=== instr_fetch_unit_flat ===
==> instr_fetch_unit_flat/drive_strength.png <==
(4 px per µm)
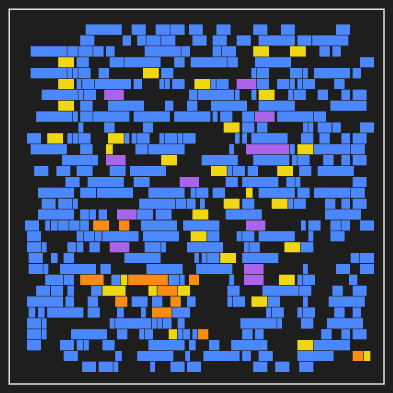

File: src/rtl/instr_fetch_unit_if.sv
// Fetch-unit bus: ROM address/data, branch redirect and decode handshake.
interface instr_fetch_unit_if;
   logic [7:0]  pc_out;
   logic [15:0] instr_in;
   logic        branch_valid;
   logic [7:0]  branch_target;
   logic        out_valid;
   logic        out_ready;
   logic [15:0] out_instr;
   logic [7:0]  out_pc;

   // Fetch unit side
   modport master (
      output pc_out,
      input  instr_in,
      input  branch_valid,
      input  branch_target,
      output out_valid,
      input  out_ready,
      output out_instr,
      output out_pc
   );

   // ROM / decode / branch-unit side
   modport slave (
      input  pc_out,
      output instr_in,
      output branch_valid,
      output branch_target,
      input  out_valid,
      output out_ready,
      input  out_instr,
      input  out_pc
   );
endinterface

File: src/rtl/instr_fetch_unit.sv
// Instruction fetch unit: PC, one-deep in-flight tracker for a synchronous ROM
// and a 2-entry {instr, pc} buffer toward decode, with credit-based issue.
module instr_fetch_unit #(
   parameter logic [7:0] RESET_PC = 8'd0
) (
   input logic                   clk,
   input logic                   rst,
   instr_fetch_unit_if.master    bus
);

   logic [7:0]  pc_q, pc_d;
   logic        req_valid_q, req_valid_d;
   logic [7:0]  req_pc_q, req_pc_d;
   logic [1:0]  count_q, count_d;
   logic [15:0] instr_q [2];
   logic [15:0] instr_d [2];
   logic [7:0]  epc_q [2];
   logic [7:0]  epc_d [2];

   logic        out_valid_w;
   logic        pop;
   logic        issue;
   logic [1:0]  occ;

   assign out_valid_w = (count_q != 2'd0);
   assign pop         = out_valid_w & bus.out_ready;
   // Slots already committed after this edge; never exceeds 2 so FIFO cannot overflow
   assign occ         = count_q + {1'b0, req_valid_q} - {1'b0, pop};
   assign issue       = (occ < 2'd2);

   assign bus.pc_out    = pc_q;
   assign bus.out_valid = out_valid_w;
   assign bus.out_instr = out_valid_w ? instr_q[0] : 16'h0000;
   assign bus.out_pc    = out_valid_w ? epc_q[0] : 8'h00;

   // Next-state: branch overrides issue and FIFO update; entry 0 is always the head
   always_comb begin
      pc_d        = pc_q;
      req_valid_d = req_valid_q;
      req_pc_d    = req_pc_q;
      count_d     = count_q;
      instr_d     = instr_q;
      epc_d       = epc_q;

      if (bus.branch_valid) begin
         pc_d        = bus.branch_target;
         req_valid_d = 1'b0;
         count_d     = 2'd0;
      end else begin
         if (issue) begin
            req_valid_d = 1'b1;
            req_pc_d    = pc_q;
            pc_d        = pc_q + 8'd1;
         end else begin
            req_valid_d = 1'b0;
         end

         unique case ({req_valid_q, pop})
            2'b11: begin
               if (count_q == 2'd2) begin
                  instr_d[0] = instr_q[1];
                  epc_d[0]   = epc_q[1];
                  instr_d[1] = bus.instr_in;
                  epc_d[1]   = req_pc_q;
               end else begin
                  instr_d[0] = bus.instr_in;
                  epc_d[0]   = req_pc_q;
               end
            end
            2'b10: begin
               if (count_q == 2'd0) begin
                  instr_d[0] = bus.instr_in;
                  epc_d[0]   = req_pc_q;
               end else begin
                  instr_d[1] = bus.instr_in;
                  epc_d[1]   = req_pc_q;
               end
               count_d = count_q + 2'd1;
            end
            2'b01: begin
               instr_d[0] = instr_q[1];
               epc_d[0]   = epc_q[1];
               count_d    = count_q - 2'd1;
            end
            default: ;
         endcase
      end
   end

   // State registers with asynchronous active-low reset
   always_ff @(posedge clk or negedge rst) begin
      if (!rst) begin
         pc_q        <= RESET_PC;
         req_valid_q <= 1'b0;
         req_pc_q    <= 8'h00;
         count_q     <= 2'd0;
         instr_q[0]  <= 16'h0000;
         instr_q[1]  <= 16'h0000;
         epc_q[0]    <= 8'h00;
         epc_q[1]    <= 8'h00;
      end else begin
         pc_q        <= pc_d;
         req_valid_q <= req_valid_d;
         req_pc_q    <= req_pc_d;
         count_q     <= count_d;
         instr_q     <= instr_d;
         epc_q       <= epc_d;
      end
   end

endmodule

File: src/flat_wrapper.sv
// flat-port wrapper written by rule: the top's interface ports become plain ports
module instr_fetch_unit_flat 
#(
   parameter logic [7:0] RESET_PC = 8'd0
)
  (clk, rst, bus_pc_out, bus_instr_in, bus_branch_valid, bus_branch_target, bus_out_valid, bus_out_ready, bus_out_instr, bus_out_pc);
  instr_fetch_unit_if bus_i ();
  input logic clk;
  input logic rst;
  output wire logic [$bits(bus_i.pc_out)-1:0] bus_pc_out;
  input wire logic [$bits(bus_i.instr_in)-1:0] bus_instr_in;
  input wire logic [$bits(bus_i.branch_valid)-1:0] bus_branch_valid;
  input wire logic [$bits(bus_i.branch_target)-1:0] bus_branch_target;
  output wire logic [$bits(bus_i.out_valid)-1:0] bus_out_valid;
  input wire logic [$bits(bus_i.out_ready)-1:0] bus_out_ready;
  output wire logic [$bits(bus_i.out_instr)-1:0] bus_out_instr;
  output wire logic [$bits(bus_i.out_pc)-1:0] bus_out_pc;
  assign bus_pc_out = bus_i.pc_out;
  assign bus_i.instr_in = bus_instr_in;
  assign bus_i.branch_valid = bus_branch_valid;
  assign bus_i.branch_target = bus_branch_target;
  assign bus_out_valid = bus_i.out_valid;
  assign bus_i.out_ready = bus_out_ready;
  assign bus_out_instr = bus_i.out_instr;
  assign bus_out_pc = bus_i.out_pc;
  instr_fetch_unit #(.RESET_PC(RESET_PC)) u_core (.clk(clk), .rst(rst), .bus(bus_i));
endmodule
File: config.mk
export PLATFORM = sky130hd
export DESIGN_NAME = instr_fetch_unit_flat
export DESIGN_NICKNAME = d
export VERILOG_FILES = /design/src/rtl/instr_fetch_unit_if.sv /design/src/rtl/instr_fetch_unit.sv /design/src/flat_wrapper.sv
export SDC_FILE = /design/constraint.sdc
export NUM_CORES = 1
export LEC_CHECK = 0
export CAP_MARGIN = 10
export CELL_PAD_IN_SITES_DETAIL_PLACEMENT = 0
export CELL_PAD_IN_SITES_GLOBAL_PLACEMENT = 1
export CORE_MARGIN = 2
export CORE_UTILIZATION = 45
export DETAILED_ROUTE_END_ITERATION = 10
export PLACE_DENSITY_LB_ADDON = 0.08
export SYNTH_ARGS = -nofsm -noshare
export SYNTH_HDL_FRONTEND = slang
export SYNTH_SLANG_ARGS = --single-unit
File: constraint.sdc
create_clock -name clk -period 5.9 [get_ports clk]
set_input_delay 1.18 -clock clk [delete_from_list [all_inputs] [get_ports clk]]
set_output_delay 1.18 -clock clk [all_outputs]
set_load 0.01 [all_outputs]
=== ysyx_23060184_lsu_axi ===
==> src/rtl/ysyx_23060184_lsu_axi.sv <==
// Load/store unit: one EXU op at a time, single-beat AXI4 master behind a req/grant arbiter.
// Sub-word stores are lane-shifted with strobes; sub-word loads are extracted and extended.
module ysyx_23060184_lsu_axi #(
  parameter int DATA_W  = 32,
  parameter int ADDR_W  = 32,
  parameter int ID_W    = 4,
  parameter int LSU_ID  = 1,
  parameter int TIMEOUT = 0
) (
  input  logic                  clk,
  input  logic                  rst,
  input  logic                  e_valid,
  output logic                  e_ready,
  input  logic                  mem_rd,
  input  logic                  mem_wr,
  input  logic [2:0]            funct3,
  input  logic [ADDR_W-1:0]     addr,
  input  logic [DATA_W-1:0]     wdata_in,
  output logic                  m_valid,
  input  logic                  w_ready,
  output logic [DATA_W-1:0]     rdata_out,
  output logic [1:0]            err,
  output logic                  req,
  input  logic                  grant,
  output logic [ADDR_W-1:0]     araddr,
  output logic [ID_W-1:0]       arid,
  output logic [7:0]            arlen,
  output logic [2:0]            arsize,
  output logic [1:0]            arburst,
  output logic                  arvalid,
  input  logic                  arready,
  input  logic [DATA_W-1:0]     rdata,
  input  logic [1:0]            rresp,
  input  logic                  rlast,
  input  logic [ID_W-1:0]       rid,
  input  logic                  rvalid,
  output logic                  rready,
  output logic [ADDR_W-1:0]     awaddr,
  output logic [ID_W-1:0]       awid,
  output logic [7:0]            awlen,
  output logic [2:0]            awsize,
  output logic [1:0]            awburst,
  output logic                  awvalid,
  input  logic                  awready,
  output logic [DATA_W-1:0]     wdata,
  output logic [DATA_W/8-1:0]   wstrb,
  output logic                  wlast,
  output logic                  wvalid,
  input  logic                  wready,
  input  logic [1:0]            bresp,
  input  logic [ID_W-1:0]       bid,
  input  logic                  bvalid,
  output logic                  bready
);
  localparam int STRB_W = DATA_W / 8;
  localparam int LANE_W = $clog2(STRB_W);

  typedef enum logic [2:0] {IDLE, REQ, AR, R, WR, B, RESP} state_t;

  typedef struct packed {
    logic              ld;
    logic [2:0]        f3;
    logic [ADDR_W-1:0] addr;
    logic [DATA_W-1:0] wdata;
  } op_t;

  state_t      state;
  op_t         op;
  logic [31:0] tmo_cnt;

  logic [LANE_W-1:0] lane;
  logic [1:0]        size;
  logic              misaligned, tmo, r_hit, b_hit, r_err, b_err, aw_ok, w_ok;
  logic [7:0]        amt;
  logic [DATA_W-1:0] rd_sh, rd_up, ld_ext;
  logic signed [DATA_W-1:0] ld_sx;
  logic [STRB_W-1:0] strb_base;

  assign lane = op.addr[LANE_W-1:0];
  assign size = op.f3[1:0];

  // size 3 overflows the 3-bit shift to 0, so the mask becomes 3'b111
  assign misaligned = |(addr[2:0] & ((3'd1 << funct3[1:0]) - 3'd1));

  assign tmo   = (TIMEOUT > 0) && (tmo_cnt == 32'(TIMEOUT - 1));
  assign r_hit = rvalid && (rid == ID_W'(LSU_ID));
  assign b_hit = bvalid && (bid == ID_W'(LSU_ID));
  // a single-beat read that arrives without rlast is a protocol error
  assign r_err = (rresp inside {2'b10, 2'b11}) || !rlast;
  assign b_err = bresp inside {2'b10, 2'b11};
  assign aw_ok = !awvalid || awready;
  assign w_ok  = !wvalid || wready;

  // Move the addressed lane down, then push the field to the top and shift back to extend.
  always_comb begin
    case (size)
      2'd0:    amt = 8'(DATA_W - 8);
      2'd1:    amt = 8'(DATA_W - 16);
      2'd2:    amt = 8'(DATA_W - 32);
      default: amt = '0;
    endcase
    rd_sh  = rdata >> {lane, 3'b000};
    rd_up  = rd_sh << amt;
    ld_sx  = $signed(rd_up) >>> amt;
    ld_ext = op.f3[2] ? (rd_up >> amt) : ld_sx;
  end

  assign strb_base = STRB_W'((16'h1 << (5'd1 << size)) - 16'h1);
  assign wstrb     = strb_base << lane;
  assign wdata     = op.wdata << {lane, 3'b000};

  assign araddr  = op.addr;
  assign awaddr  = op.addr;
  assign arid    = ID_W'(LSU_ID);
  assign awid    = ID_W'(LSU_ID);
  assign arlen   = '0;
  assign awlen   = '0;
  assign arsize  = {1'b0, size};
  assign awsize  = {1'b0, size};
  assign arburst = 2'b01;
  assign awburst = 2'b01;
  assign wlast   = 1'b1;

  always_ff @(posedge clk) begin
    if (rst) begin
      state     <= IDLE;
      op        <= '0;
      tmo_cnt   <= '0;
      e_ready   <= 1'b1;
      m_valid   <= 1'b0;
      rdata_out <= '0;
      err       <= 2'b00;
      req       <= 1'b0;
      arvalid   <= 1'b0;
      rready    <= 1'b0;
      awvalid   <= 1'b0;
      wvalid    <= 1'b0;
      bready    <= 1'b0;
    end else begin
      tmo_cnt <= tmo_cnt + 32'd1;
      if (tmo && (state inside {AR, R, WR, B})) begin
        // abandon the bus; any late response finds rready/bready low
        arvalid   <= 1'b0;
        rready    <= 1'b0;
        awvalid   <= 1'b0;
        wvalid    <= 1'b0;
        bready    <= 1'b0;
        req       <= 1'b0;
        err       <= 2'b11;
        rdata_out <= '0;
        m_valid   <= 1'b1;
        state     <= RESP;
      end else begin
        case (state)
          IDLE: if (e_valid) begin
            e_ready <= 1'b0;
            op      <= '{ld: mem_rd, f3: funct3, addr: addr, wdata: wdata_in};
            err     <= 2'b00;
            if (!mem_rd && !mem_wr) begin
              rdata_out <= DATA_W'(addr);
              m_valid   <= 1'b1;
              state     <= RESP;
            end else if (misaligned) begin
              rdata_out <= '0;
              err       <= 2'b01;
              m_valid   <= 1'b1;
              state     <= RESP;
            end else begin
              req   <= 1'b1;
              state <= REQ;
            end
          end
          REQ: if (grant) begin
            tmo_cnt <= '0;
            if (op.ld) begin
              arvalid <= 1'b1;
              state   <= AR;
            end else begin
              awvalid <= 1'b1;
              wvalid  <= 1'b1;
              state   <= WR;
            end
          end
          AR: if (arready) begin
            arvalid <= 1'b0;
            rready  <= 1'b1;
            tmo_cnt <= '0;
            state   <= R;
          end
          R: if (r_hit) begin
            rready    <= 1'b0;
            req       <= 1'b0;
            rdata_out <= ld_ext;
            err       <= r_err ? 2'b10 : 2'b00;
            m_valid   <= 1'b1;
            state     <= RESP;
          end
          WR: begin
            if (awready) awvalid <= 1'b0;
            if (wready)  wvalid  <= 1'b0;
            if (aw_ok && w_ok) begin
              bready  <= 1'b1;
              tmo_cnt <= '0;
              state   <= B;
            end
          end
          B: if (b_hit) begin
            bready    <= 1'b0;
            req       <= 1'b0;
            rdata_out <= '0;
            err       <= b_err ? 2'b10 : 2'b00;
            m_valid   <= 1'b1;
            state     <= RESP;
          end
          RESP: if (w_ready) begin
            m_valid <= 1'b0;
            e_ready <= 1'b1;
            state   <= IDLE;
          end
          default: state <= IDLE;
        endcase
      end
    end
  end

endmodule

==> config.mk <==
export PLATFORM = sky130hd
export DESIGN_NAME = ysyx_23060184_lsu_axi
export DESIGN_NICKNAME = d
export VERILOG_FILES = /design/src/rtl/ysyx_23060184_lsu_axi.sv
export SDC_FILE = /design/constraint.sdc
export NUM_CORES = 1
export LEC_CHECK = 0
export CORE_MARGIN = 2
export CORE_UTILIZATION = 35
export CTS_CLUSTER_SIZE = 10
export DETAILED_ROUTE_END_ITERATION = 6
export PLACE_DENSITY = 0.7
export SETUP_SLACK_MARGIN = 0.5
export SYNTH_ARGS = -nofsm -noshare
export SYNTH_HDL_FRONTEND = slang
export SYNTH_SLANG_ARGS = --single-unit
==> constraint.sdc <==
create_clock -name clk -period 2.2 [get_ports clk]
set_input_delay 0.44 -clock clk [delete_from_list [all_inputs] [get_ports clk]]
set_output_delay 0.44 -clock clk [all_outputs]
set_load 0.02 [all_outputs]
=== mul_pipe ===
**config.mk**
```make
export PLATFORM = sky130hd
export DESIGN_NAME = mul_pipe
export DESIGN_NICKNAME = d
export VERILOG_FILES = /design/src/rtl/mul_pipe.sv
export SDC_FILE = /design/constraint.sdc
export NUM_CORES = 2
export LEC_CHECK = 0
export CAP_MARGIN = 20
export CELL_PAD_IN_SITES_DETAIL_PLACEMENT = 0
export CELL_PAD_IN_SITES_GLOBAL_PLACEMENT = 2
export CORE_UTILIZATION = 35
export DETAILED_ROUTE_END_ITERATION = 8
export PLACE_DENSITY_LB_ADDON = 0.1
export SYNTH_ARGS = -nofsm -noshare
export SYNTH_HDL_FRONTEND = slang
export SYNTH_SLANG_ARGS = --single-unit
```
**constraint.sdc**
```tcl
create_clock -name clk -period 12 [get_ports clk]
set_clock_uncertainty 0.1 [all_clocks]
set_input_delay 1.8 -clock clk [delete_from_list [all_inputs] [get_ports clk]]
set_output_delay 1.8 -clock clk [all_outputs]
set_load 0.05 [all_outputs]
```
**src/rtl/mul_pipe.sv**
```systemverilog
// rtl/mul_pipe.sv - two-stage radix-4 Booth multiplier with valid/ready handshake
// Optional feature: define MUL_PIPE_FLUSH_EN to add the flush input.
module mul_pipe #(
  parameter int WIDTH = 32,
  parameter int TAG_W = 4
) (
  input  logic                 clk,
  input  logic                 reset,
`ifdef MUL_PIPE_FLUSH_EN
  input  logic                 flush,
`endif
  input  logic                 in_valid,
  output logic                 in_ready,
  input  logic [WIDTH-1:0]     in_a,
  input  logic [WIDTH-1:0]     in_b,
  input  logic                 in_sign,
  input  logic [TAG_W-1:0]     in_tag,
  output logic                 out_valid,
  input  logic                 out_ready,
  output logic [2*WIDTH-1:0]   out_result,
  output logic [TAG_W-1:0]     out_tag,
  output logic                 busy
);

  // Extended operand width, Booth digit count, product width, digit-multiple width
  localparam int EW  = WIDTH + 2;
  localparam int NPP = EW / 2;
  localparam int PW  = 2 * WIDTH;
  localparam int MW  = EW + 1;

  logic flush_w;
`ifdef MUL_PIPE_FLUSH_EN
  assign flush_w = flush;
`else
  assign flush_w = 1'b0;
`endif

  // Stage registers
  logic              s1_v_q, s1_v_d;
  logic              s2_v_q, s2_v_d;
  logic [PW-1:0]     s1_sum_q, s1_sum_d;
  logic [PW-1:0]     s1_carry_q, s1_carry_d;
  logic [PW-1:0]     s1_neg_q, s1_neg_d;
  logic [TAG_W-1:0]  s1_tag_q;
  logic [PW-1:0]     s2_res_q, s2_res_d;
  logic [TAG_W-1:0]  s2_tag_q;

  // Handshake
  logic s2_load;
  logic s1_load;
  logic accept;

  assign s2_load  = ~s2_v_q | out_ready;
  assign s1_load  = ~s1_v_q | s2_load;
  assign in_ready = s1_load & ~reset & ~flush_w;
  assign accept   = in_valid & in_ready;

  // Operand extension: the top two bits repeat the sign only for signed operations,
  // so the extended values are always non-negative for unsigned inputs.
  logic [EW-1:0] a_ext;
  logic [EW:0]   b_pad;

  assign a_ext = {{2{in_sign & in_a[WIDTH-1]}}, in_a};
  assign b_pad = {{2{in_sign & in_b[WIDTH-1]}}, in_b, 1'b0};

  // Booth partial products; negation is ones' complement here, the +1 rides in s1_neg_d
  logic [PW-1:0] pp [NPP];
  logic [2:0]    trip;
  logic          one;
  logic          two;
  logic [MW-1:0] mag;
  logic [MW-1:0] row;

  // Radix-4 Booth recode of the multiplier and selection of each digit multiple
  always_comb begin
    s1_neg_d = '0;
    trip     = '0;
    one      = 1'b0;
    two      = 1'b0;
    mag      = '0;
    row      = '0;
    for (int i = 0; i < NPP; i++) begin
      trip = b_pad[2*i +: 3];
      one  = trip[1] ^ trip[0];
      two  = (trip[2] & ~trip[1] & ~trip[0]) | (~trip[2] & trip[1] & trip[0]);
      if (one) begin
        mag = {a_ext[EW-1], a_ext};
      end else if (two) begin
        mag = {a_ext, 1'b0};
      end else begin
        mag = '0;
      end
      row = trip[2] ? ~mag : mag;
      pp[i] = {{(PW-MW){row[MW-1]}}, row} << (2*i);
      s1_neg_d[2*i] = trip[2];
    end
  end

  // Carry-save reduction of all partial products to one sum/carry pair (mod 2^PW)
  logic [PW-1:0] csa_s;
  logic [PW-1:0] csa_c;

  always_comb begin
    s1_sum_d   = pp[0];
    s1_carry_d = '0;
    csa_s      = '0;
    csa_c      = '0;
    for (int i = 1; i < NPP; i++) begin
      csa_s      = s1_sum_d ^ s1_carry_d ^ pp[i];
      csa_c      = ((s1_sum_d & s1_carry_d) | (s1_sum_d & pp[i]) | (s1_carry_d & pp[i])) << 1;
      s1_sum_d   = csa_s;
      s1_carry_d = csa_c;
    end
  end

  // Final carry-propagate add folds in the pending Booth +1 terms
  always_comb begin
    s2_res_d = s1_sum_q + s1_carry_q + s1_neg_q;
  end

  // Stage-valid next state: S2 drains into the consumer, S1 advances into S2
  always_comb begin
    s1_v_d = s1_v_q;
    s2_v_d = s2_v_q;
    if (s2_load) begin
      s2_v_d = s1_v_q;
    end
    if (s1_load) begin
      s1_v_d = accept;
    end
    if (reset || flush_w) begin
      s1_v_d = 1'b0;
      s2_v_d = 1'b0;
    end
  end

  // Pipeline registers; flush only drops valid bits, reset also clears data
  always_ff @(posedge clk) begin
    if (reset) begin
      s1_v_q     <= 1'b0;
      s2_v_q     <= 1'b0;
      s1_sum_q   <= '0;
      s1_carry_q <= '0;
      s1_neg_q   <= '0;
      s1_tag_q   <= '0;
      s2_res_q   <= '0;
      s2_tag_q   <= '0;
    end else begin
      s1_v_q <= s1_v_d;
      s2_v_q <= s2_v_d;
      if (accept) begin
        s1_sum_q   <= s1_sum_d;
        s1_carry_q <= s1_carry_d;
        s1_neg_q   <= s1_neg_d;
        s1_tag_q   <= in_tag;
      end
      if (s2_load && s1_v_q && !flush_w) begin
        s2_res_q <= s2_res_d;
        s2_tag_q <= s1_tag_q;
      end
    end
  end

  assign out_valid  = s2_v_q;
  assign out_result = s2_res_q;
  assign out_tag    = s2_tag_q;
  assign busy       = s1_v_q | s2_v_q;

endmodule
```
=== pstprc_ram_wr_ctrl ===
[config.mk]
export PLATFORM = sky130hd
export DESIGN_NAME = pstprc_ram_wr_ctrl
export DESIGN_NICKNAME = d
export VERILOG_FILES = /design/src/rtl/pstprc_ram_wr_ctrl_pkg.sv /design/src/rtl/pstprc_trig_edge.sv /design/src/rtl/pstprc_ram_wr_ctrl.sv
export SDC_FILE = /design/constraint.sdc
export NUM_CORES = 1
export LEC_CHECK = 0
export ABC_AREA = 0
export ABC_CLOCK_PERIOD_IN_PS = 2790
export CORE_MARGIN = 5
export CORE_UTILIZATION = 45
export CTS_CLUSTER_DIAMETER = 120
export CTS_CLUSTER_SIZE = 24
export DETAILED_ROUTE_END_ITERATION = 10
export GPL_TIMING_DRIVEN = 0
export PLACE_DENSITY = 0.85
export SYNTH_ARGS = -nofsm -noshare
export SYNTH_HDL_FRONTEND = slang
export SYNTH_SLANG_ARGS = --single-unit
[constraint.sdc]
create_clock -name clk -period 2.79 [get_ports clk]
set_input_delay 0.4185 -clock clk [delete_from_list [all_inputs] [get_ports clk]]
set_output_delay 0.4185 -clock clk [all_outputs]
set_load 0.05 [all_outputs]
[src/rtl/pstprc_ram_wr_ctrl_pkg.sv]
// Shared definitions for the post-process sample RAM writer: FSM state
// encodings and the fixed widths seen by Dmod_Seg.
package pstprc_ram_wr_ctrl_pkg;

  typedef enum logic [1:0] {
    ST_IDLE        = 2'd0,
    ST_WRITE       = 2'd1,
    ST_WAIT_PSTPRC = 2'd2
  } wr_state_e;

  localparam int SMPL_PER_WORD_LOG2 = 2;
  localparam int PSTPRC_ADDR_W      = 11;
  localparam int DEPTH_W            = 16;
  localparam int MISS_W             = 8;

endpackage

[src/rtl/pstprc_trig_edge.sv]
// Rising-edge detector for the raw sample trigger level; the delayed copy
// clears on reset so a level already high afterwards reads as an edge.
module pstprc_trig_edge
  import pstprc_ram_wr_ctrl_pkg::*;
(
  input  logic clk,
  input  logic rst_n,
  input  logic trig,
  output logic trig_edge
);

  logic trig_d;

  always_ff @(posedge clk) begin
    if (!rst_n) trig_d <= 1'b0;
    else        trig_d <= trig;
  end

  assign trig_edge = trig & ~trig_d;

endmodule

[src/rtl/pstprc_ram_wr_ctrl.sv]
// Writer for the post-process I/Q sample RAMs: captures one burst per accepted
// trigger edge and holds off new captures until Dmod_Seg signals completion.
module pstprc_ram_wr_ctrl
  import pstprc_ram_wr_ctrl_pkg::*;
#(
  parameter int DATA_W        = 32,
  parameter int ADDR_W        = PSTPRC_ADDR_W,
  parameter int SMPL_PER_WORD = 1 << SMPL_PER_WORD_LOG2
) (
  input  logic                clk,
  input  logic                rst_n,
  input  logic                sample_trig,
  input  logic [DEPTH_W-1:0]  cmd_smpl_depth,
  input  logic                adc_valid,
  input  logic [DATA_W-1:0]   adc_dataI,
  input  logic [DATA_W-1:0]   adc_dataQ,
  input  logic                Pstprc_finish,
  output logic                posedge_sample_trig,
  output logic                Pstprc_RAMI_wea,
  output logic                Pstprc_RAMQ_wea,
  output logic [ADDR_W-1:0]   Pstprc_RAM_addra,
  output logic [DATA_W-1:0]   Pstprc_RAMI_dina,
  output logic [DATA_W-1:0]   Pstprc_RAMQ_dina,
  output logic                wr_busy,
  output logic                wr_done,
  output logic [MISS_W-1:0]   trig_miss_cnt
);

  localparam int SPW_LOG2 = $clog2(SMPL_PER_WORD);
  localparam int SUM_W    = DEPTH_W + 1;
  localparam logic [ADDR_W:0] WORDS_MAX = {1'b1, {ADDR_W{1'b0}}};

  // Round samples up to whole RAM words, clamped so the address never wraps.
  function automatic logic [ADDR_W:0] words_calc(input logic [DEPTH_W-1:0] depth);
    logic [SUM_W-1:0] sum;
    sum = {1'b0, depth} + SUM_W'(SMPL_PER_WORD - 1);
    sum = sum >> SPW_LOG2;
    if (sum > SUM_W'(WORDS_MAX)) words_calc = WORDS_MAX;
    else                         words_calc = sum[ADDR_W:0];
  endfunction

  function automatic logic [MISS_W-1:0] sat_inc(input logic [MISS_W-1:0] v);
    if (v == {MISS_W{1'b1}}) sat_inc = v;
    else                     sat_inc = v + 1'b1;
  endfunction

  wr_state_e          state;
  logic [ADDR_W-1:0]  cnt;
  logic [ADDR_W:0]    words_lat;
  logic [ADDR_W:0]    words_now;
  logic               trig_edge;
  logic               accept;

  logic               posedge_p1;
  logic               vld_p1;
  logic               last_p1;
  logic [ADDR_W-1:0]  addr_p1;
  logic [DATA_W-1:0]  dina_i_p1;
  logic [DATA_W-1:0]  dina_q_p1;
  logic               wr_done_p2;
  logic [MISS_W-1:0]  miss_cnt;

  pstprc_trig_edge u_trig_edge (
    .clk       (clk),
    .rst_n     (rst_n),
    .trig      (sample_trig),
    .trig_edge (trig_edge)
  );

  assign words_now = words_calc(cmd_smpl_depth);
  // A finish arriving with an edge frees the RAMs in time for the new capture.
  assign accept    = trig_edge &
                     ((state == ST_IDLE) || ((state == ST_WAIT_PSTPRC) && Pstprc_finish));

  // Stage p1: FSM, address counter and registered RAM write port
  always_ff @(posedge clk) begin
    if (!rst_n) begin
      state       <= ST_IDLE;
      cnt         <= '0;
      words_lat   <= '0;
      posedge_p1  <= 1'b0;
      vld_p1      <= 1'b0;
      last_p1     <= 1'b0;
      addr_p1     <= '0;
      dina_i_p1   <= '0;
      dina_q_p1   <= '0;
      wr_done_p2  <= 1'b0;
      miss_cnt    <= '0;
    end else begin
      posedge_p1 <= 1'b0;
      vld_p1     <= 1'b0;
      last_p1    <= 1'b0;
      wr_done_p2 <= last_p1;

      if (trig_edge && !accept) miss_cnt <= sat_inc(miss_cnt);

      if (accept) begin
        posedge_p1 <= 1'b1;
        words_lat  <= words_now;
        cnt        <= '0;
        if (words_now == '0) begin
          wr_done_p2 <= 1'b1;
          state      <= ST_IDLE;
        end else begin
          state      <= ST_WRITE;
        end
      end else begin
        case (state)
          ST_IDLE: ;
          ST_WRITE: begin
            if (adc_valid) begin
              vld_p1    <= 1'b1;
              addr_p1   <= cnt;
              dina_i_p1 <= adc_dataI;
              dina_q_p1 <= adc_dataQ;
              cnt       <= cnt + 1'b1;
              if ({1'b0, cnt} == words_lat - 1'b1) begin
                last_p1 <= 1'b1;
                state   <= ST_WAIT_PSTPRC;
              end
            end
          end
          ST_WAIT_PSTPRC: begin
            if (Pstprc_finish) state <= ST_IDLE;
          end
          default: state <= ST_IDLE;
        endcase
      end
    end
  end

  assign posedge_sample_trig = posedge_p1;
  assign Pstprc_RAMI_wea     = vld_p1;
  assign Pstprc_RAMQ_wea     = vld_p1;
  assign Pstprc_RAM_addra    = addr_p1;
  assign Pstprc_RAMI_dina    = dina_i_p1;
  assign Pstprc_RAMQ_dina    = dina_q_p1;
  assign wr_busy             = (state != ST_IDLE);
  assign wr_done             = wr_done_p2;
  assign trig_miss_cnt       = miss_cnt;

endmodule


==> screenshots <==
Metal 1.
Plate I
(1 px per µm)
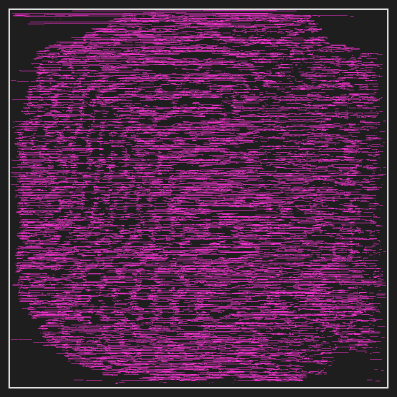
Plate II
(4 px per µm)
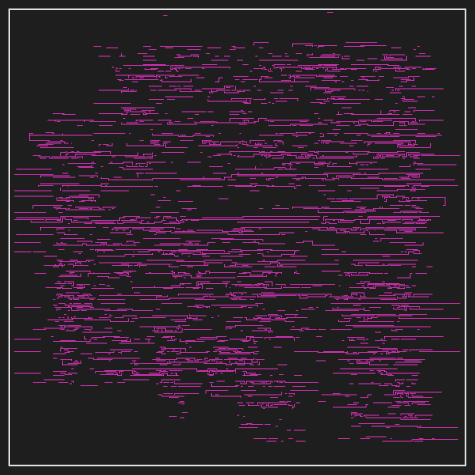
Plate III
(3 px per µm)
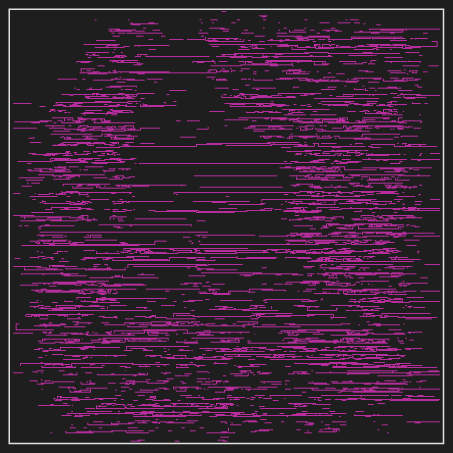
Plate IV
(4 px per µm)
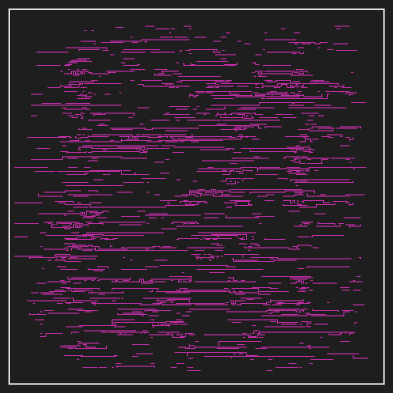
Plate III is ysyx_23060184_lsu_axi.
Plate II is pstprc_ram_wr_ctrl.
Plate IV is instr_fetch_unit_flat.
Plate I is mul_pipe.
The one with the smallest die is Plate IV.
The one with the largest die is Plate I.

==> ysyx_23060184_lsu_axi/drive_strength.png <==
(2 px per µm)
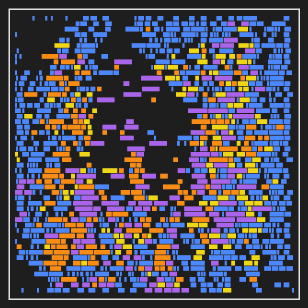
legend:
  yellow:
    size: drive 2
    cells: 121
    most_used: nor2_2
  purple:
    size: drive 6 and up
    cells: 137
    most_used: buf_6
  orange:
    size: drive 3 to 4
    cells: 188
    most_used: buf_4
  blue:
    size: drive 1 or less
    cells: 746
    most_used: nand2_1
synthesis-to-layout area growth: 79.80%
design area: 12,380 µm²
final setup margin: 0.1145 ns
Non-clock buffers: 425

==> run summary, ysyx_23060184_lsu_axi <==
fresh numbers from the pnr run: worst r2r dst=rdata_out[11], AO/OA Area Share=0.2354, I/O Buffers=between 200 and 300, TAP cells=265, Netlist Area Pre-Place=6883 µm², critical path class=reg -> out, nonclk inv count=5, Max Root-Sink Buffers=2, Hold WC Path Type=reg -> reg, worst slew pin tran=approximately 0.55 ns, Signal buf overhead=0.3608, Comb area share=0.3752, core box area=19,400 µm², Rel. slew slack=0.6289, status=finished, final reports clean, Max-Cap Viols=0, CTS tree=done, comb. cell area=4643 µm², final design utilization=0.6380, Slew Limit Fails=0, Worst Hold End=e_ready, num rows=51, final-layout clock buffer total=19, total die size=20,800 µm², cells along the critical path=or2_4 -> ha_4 -> nor2b_4 -> a21oi_4 -> buf_6
==> ysyx_23060184_lsu_axi: timing repair <==
item	in CTS	in global routing
gates resized	530	88
pin swaps	69	47
endpoints found under the setup margin	185	105
gates cloned	12	2
setup buffers	53	30
==> ysyx_23060184_lsu_axi: metal layers <==
layer | wire length (µm) | track usage | vias to the layer above
li1 | - | - | 3503
met1 | 10630 | 0.2919 | 3513
met2 | 13570 | 0.4313 | 364
met3 | 2093 | 0.04603 | 59
met4 | 927 | 0.09964 | 0
met5 | 0 | 0 | -
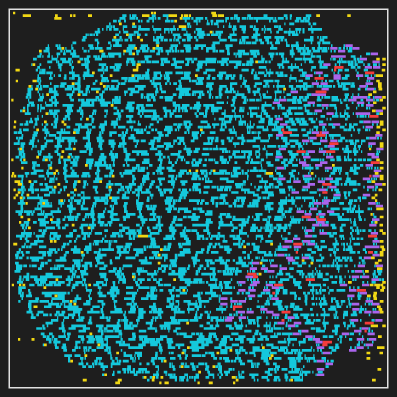
(mul_pipe/cell_classes.png)
(1 px per µm)
legend:
  purple:
    class: flip-flops
    cells: 201
    share_of_their_area: 8.2%
  red:
    class: clock drivers and dummy loads
    cells: 38
    share_of_their_area: 1.5%
  cyan:
    class: all other logic
    cells: 5,229
    share_of_their_area: 86%
  yellow:
    class: other buffers and delay cells
    cells: 285
    share_of_their_area: 4.8%

==> run summary, mul_pipe <==
fresh numbers from the pnr run: root buf cell=clkbuf_16, Final #Nets=6,580, Netlist Area Pre-Place=49,220 µm², nonclk inv count=244, Late-Pin Clk Latency=0.54 ns, status=finished, final reports clean, Fin Setup TNS=0 ns, end point of the critical path=s1_sum_q[61], AO/OA Area Share=0.2745, synthesized area per cell=around 7.8 µm², Worst Path Buf+Inv=5, CP arrival=11.57 ns, worst r2r dst=out_result[53], synth top area cells=fa_1 (21%), maj3_1 (9.5%), o311a_1 (8.2%), Hold WC Path Type=reg -> reg, met1 Track Usage GR=0.3459, diode count=0, post-synth top area cell=fa_1, hold-fix buffers at CTS=0, Post-synth EDFFs=0, Routed Antenna Nets=0, Simple Share, Synth=0.1731
-- mul_pipe: per-stage QoR --
stage	cell area, µm²	hold WS, ns	cells	setup WS, ns
2_1_floorplan	49220	0.3322	6308	0.6498
3_3_place_gp	50590	0.3385	7590	0.1802
3_5_place_dp	50590	0.3440	7590	0.2022
4_1_cts	51310	0.3521	7628	0.7675
5_1_grt	51340	0.3684	7629	0.4418
6_report	51340	0.3487	7629	0.7685
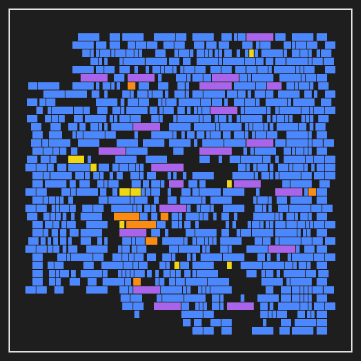
(pstprc_ram_wr_ctrl/drive_strength.png)
(3 px per µm)
legend:
  orange:
    size: drive 3 to 4
    cells: 7
    most_used: clkinvlp_4
  blue:
    size: drive 1 or less
    cells: 733
    most_used: nand2_1
  purple:
    size: drive 6 and up
    cells: 21
    most_used: clkbuf_16
  yellow:
    size: drive 2
    cells: 9
    most_used: clkinv_2
synthesis-to-layout area growth: 50.80%
final setup margin: 0.4930 ns
Non-clock buffers: 204

==> pstprc_ram_wr_ctrl/cell_classes.png <==
(3 px per µm)
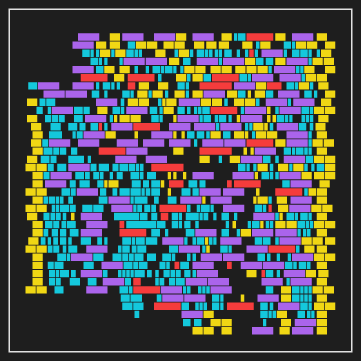
legend:
  purple:
    class: flip-flops
    cells: 113
    share_of_their_area: 32%
  red:
    class: clock drivers and dummy loads
    cells: 32
    share_of_their_area: 8.1%
  cyan:
    class: all other logic
    cells: 421
    share_of_their_area: 34%
  yellow:
    class: other buffers and delay cells
    cells: 204
    share_of_their_area: 26%
core box area: 10,420 µm²
design area: 7298 µm²
final design utilization: 0.7007
num rows: 37

==> run summary, pstprc_ram_wr_ctrl <==
fresh numbers from the pnr run: final setup violation count=0, Top cells excl fill/tap=nand2_1 (172), clkdlybuf4s50_1 (171), dfxtp_1 (113), routed wl met3=1276 µm, Max Root-Sink Buffers=2, vias in the first global route=4,590, Final min period=2.297 ns, Rel. slew slack=0.5847, Levels on crit path=2, worst r2r src=words_lat[0], status=finished, final reports clean, end point of the critical path=wr_busy, DPL Wire Length=between 10,000 and 15,000 µm, CP startpoint kind=flop, Fin Setup TNS=0 ns, residual DRC count=0
==> pstprc_ram_wr_ctrl: Yosys cell counts (all sizes together), types with 2 or more instances <==
cell type / count
nand2: 172
dfxtp: 113
a21boi: 75
clkbuf: 30
xnor2: 24
nor2: 18
xor2: 15
nand4: 11
and2: 9
nand3: 9
nor3: 9
o21ai: 8
a32o: 7
and3: 7
nor2b: 7
inv: 6
a21oi: 5
nor4: 5
or3: 4
a22o: 3
buf: 3
ha: 3
mux2i: 3
and3b: 2
nand2b: 2
o22ai: 2
==> instr_fetch_unit_flat/final_congestion.png <==
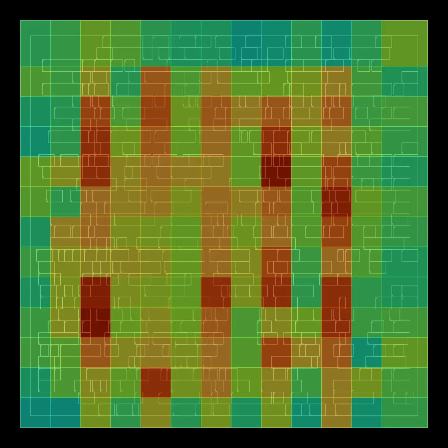
mean routed wirelength per cell: 16.30 µm
met2 global-route usage: 0.3147
met1 Track Usage GR: 0.2688
busiest grt layer: met2
grt met3 use: 0.03546

==> instr_fetch_unit_flat/cell_classes.png <==
(4 px per µm)
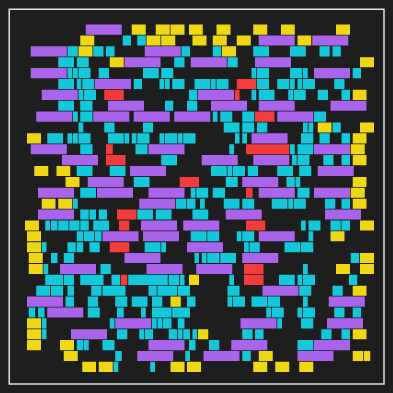
legend:
  purple:
    class: flip-flops
    cells: 67
    share_of_their_area: 39%
  cyan:
    class: all other logic
    cells: 247
    share_of_their_area: 42%
  yellow:
    class: other buffers and delay cells
    cells: 64
    share_of_their_area: 15%
  red:
    class: clock drivers and dummy loads
    cells: 16
    share_of_their_area: 4.5%
num rows: 32
final design utilization: 0.5691

About instr_fetch_unit_flat/drive_strength.png:
legend:
  orange:
    size: drive 3 to 4
    cells: 11
    most_used: buf_4
  yellow:
    size: drive 2
    cells: 32
    most_used: mux2_2
  purple:
    size: drive 6 and up
    cells: 11
    most_used: clkbuf_8
  blue:
    size: drive 1 or less
    cells: 340
    most_used: dfrtp_1
synthesis-to-layout area growth: 22.56%
final setup margin: 2.236 ns
Non-clock buffers: 64

==> run summary, instr_fetch_unit_flat <==
fresh numbers from the pnr run: clk cell area share=0.04410, Max Clock Skew=just over 0.01 ns, Max Root-Sink Buffers=2, TAP cells=102, Layout fillers=694, drt total wl=~8100 µm, status=finished, final reports clean, ys flops=67, diode count=0, DRT Pass-1 Iters=5, Top class by area=multi-input combinational cells, CP arrival=2.48 ns, Max-Cap Viols=0, Cells after Synth=343, worst reg-to-reg setup slack=3.09 ns, routed wl met2=~3900 µm, Dominant comb cell=AND-OR/OR-AND gates, #MultiIn Comb=243
[instr_fetch_unit_flat: worst max-delay path: stages, from the launching register on]
cell and delay, ns:
dfrtp_1 0.51, nor2_2 0.92, nor2b_1 0.17, clkdlybuf4s50_1 0.54


==> layout pictures side by side <==
Track usage over the die.
panel A
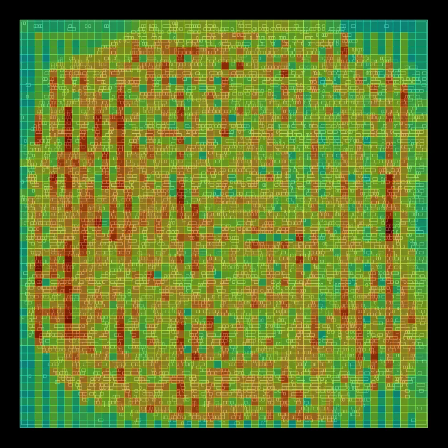
panel B
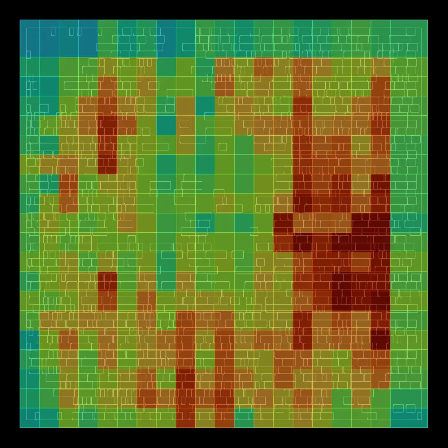
panel C
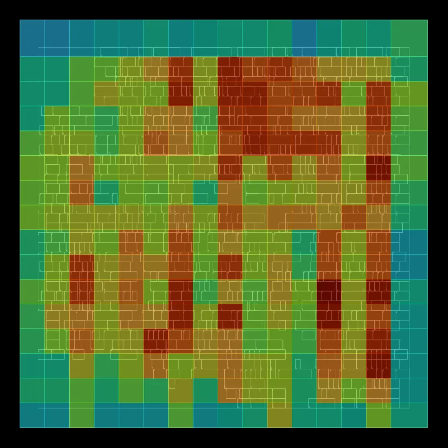
Panel A is mul_pipe.
Panel C is pstprc_ram_wr_ctrl.
Panel B is ysyx_23060184_lsu_axi.
The one with the lowest utilization is panel A.

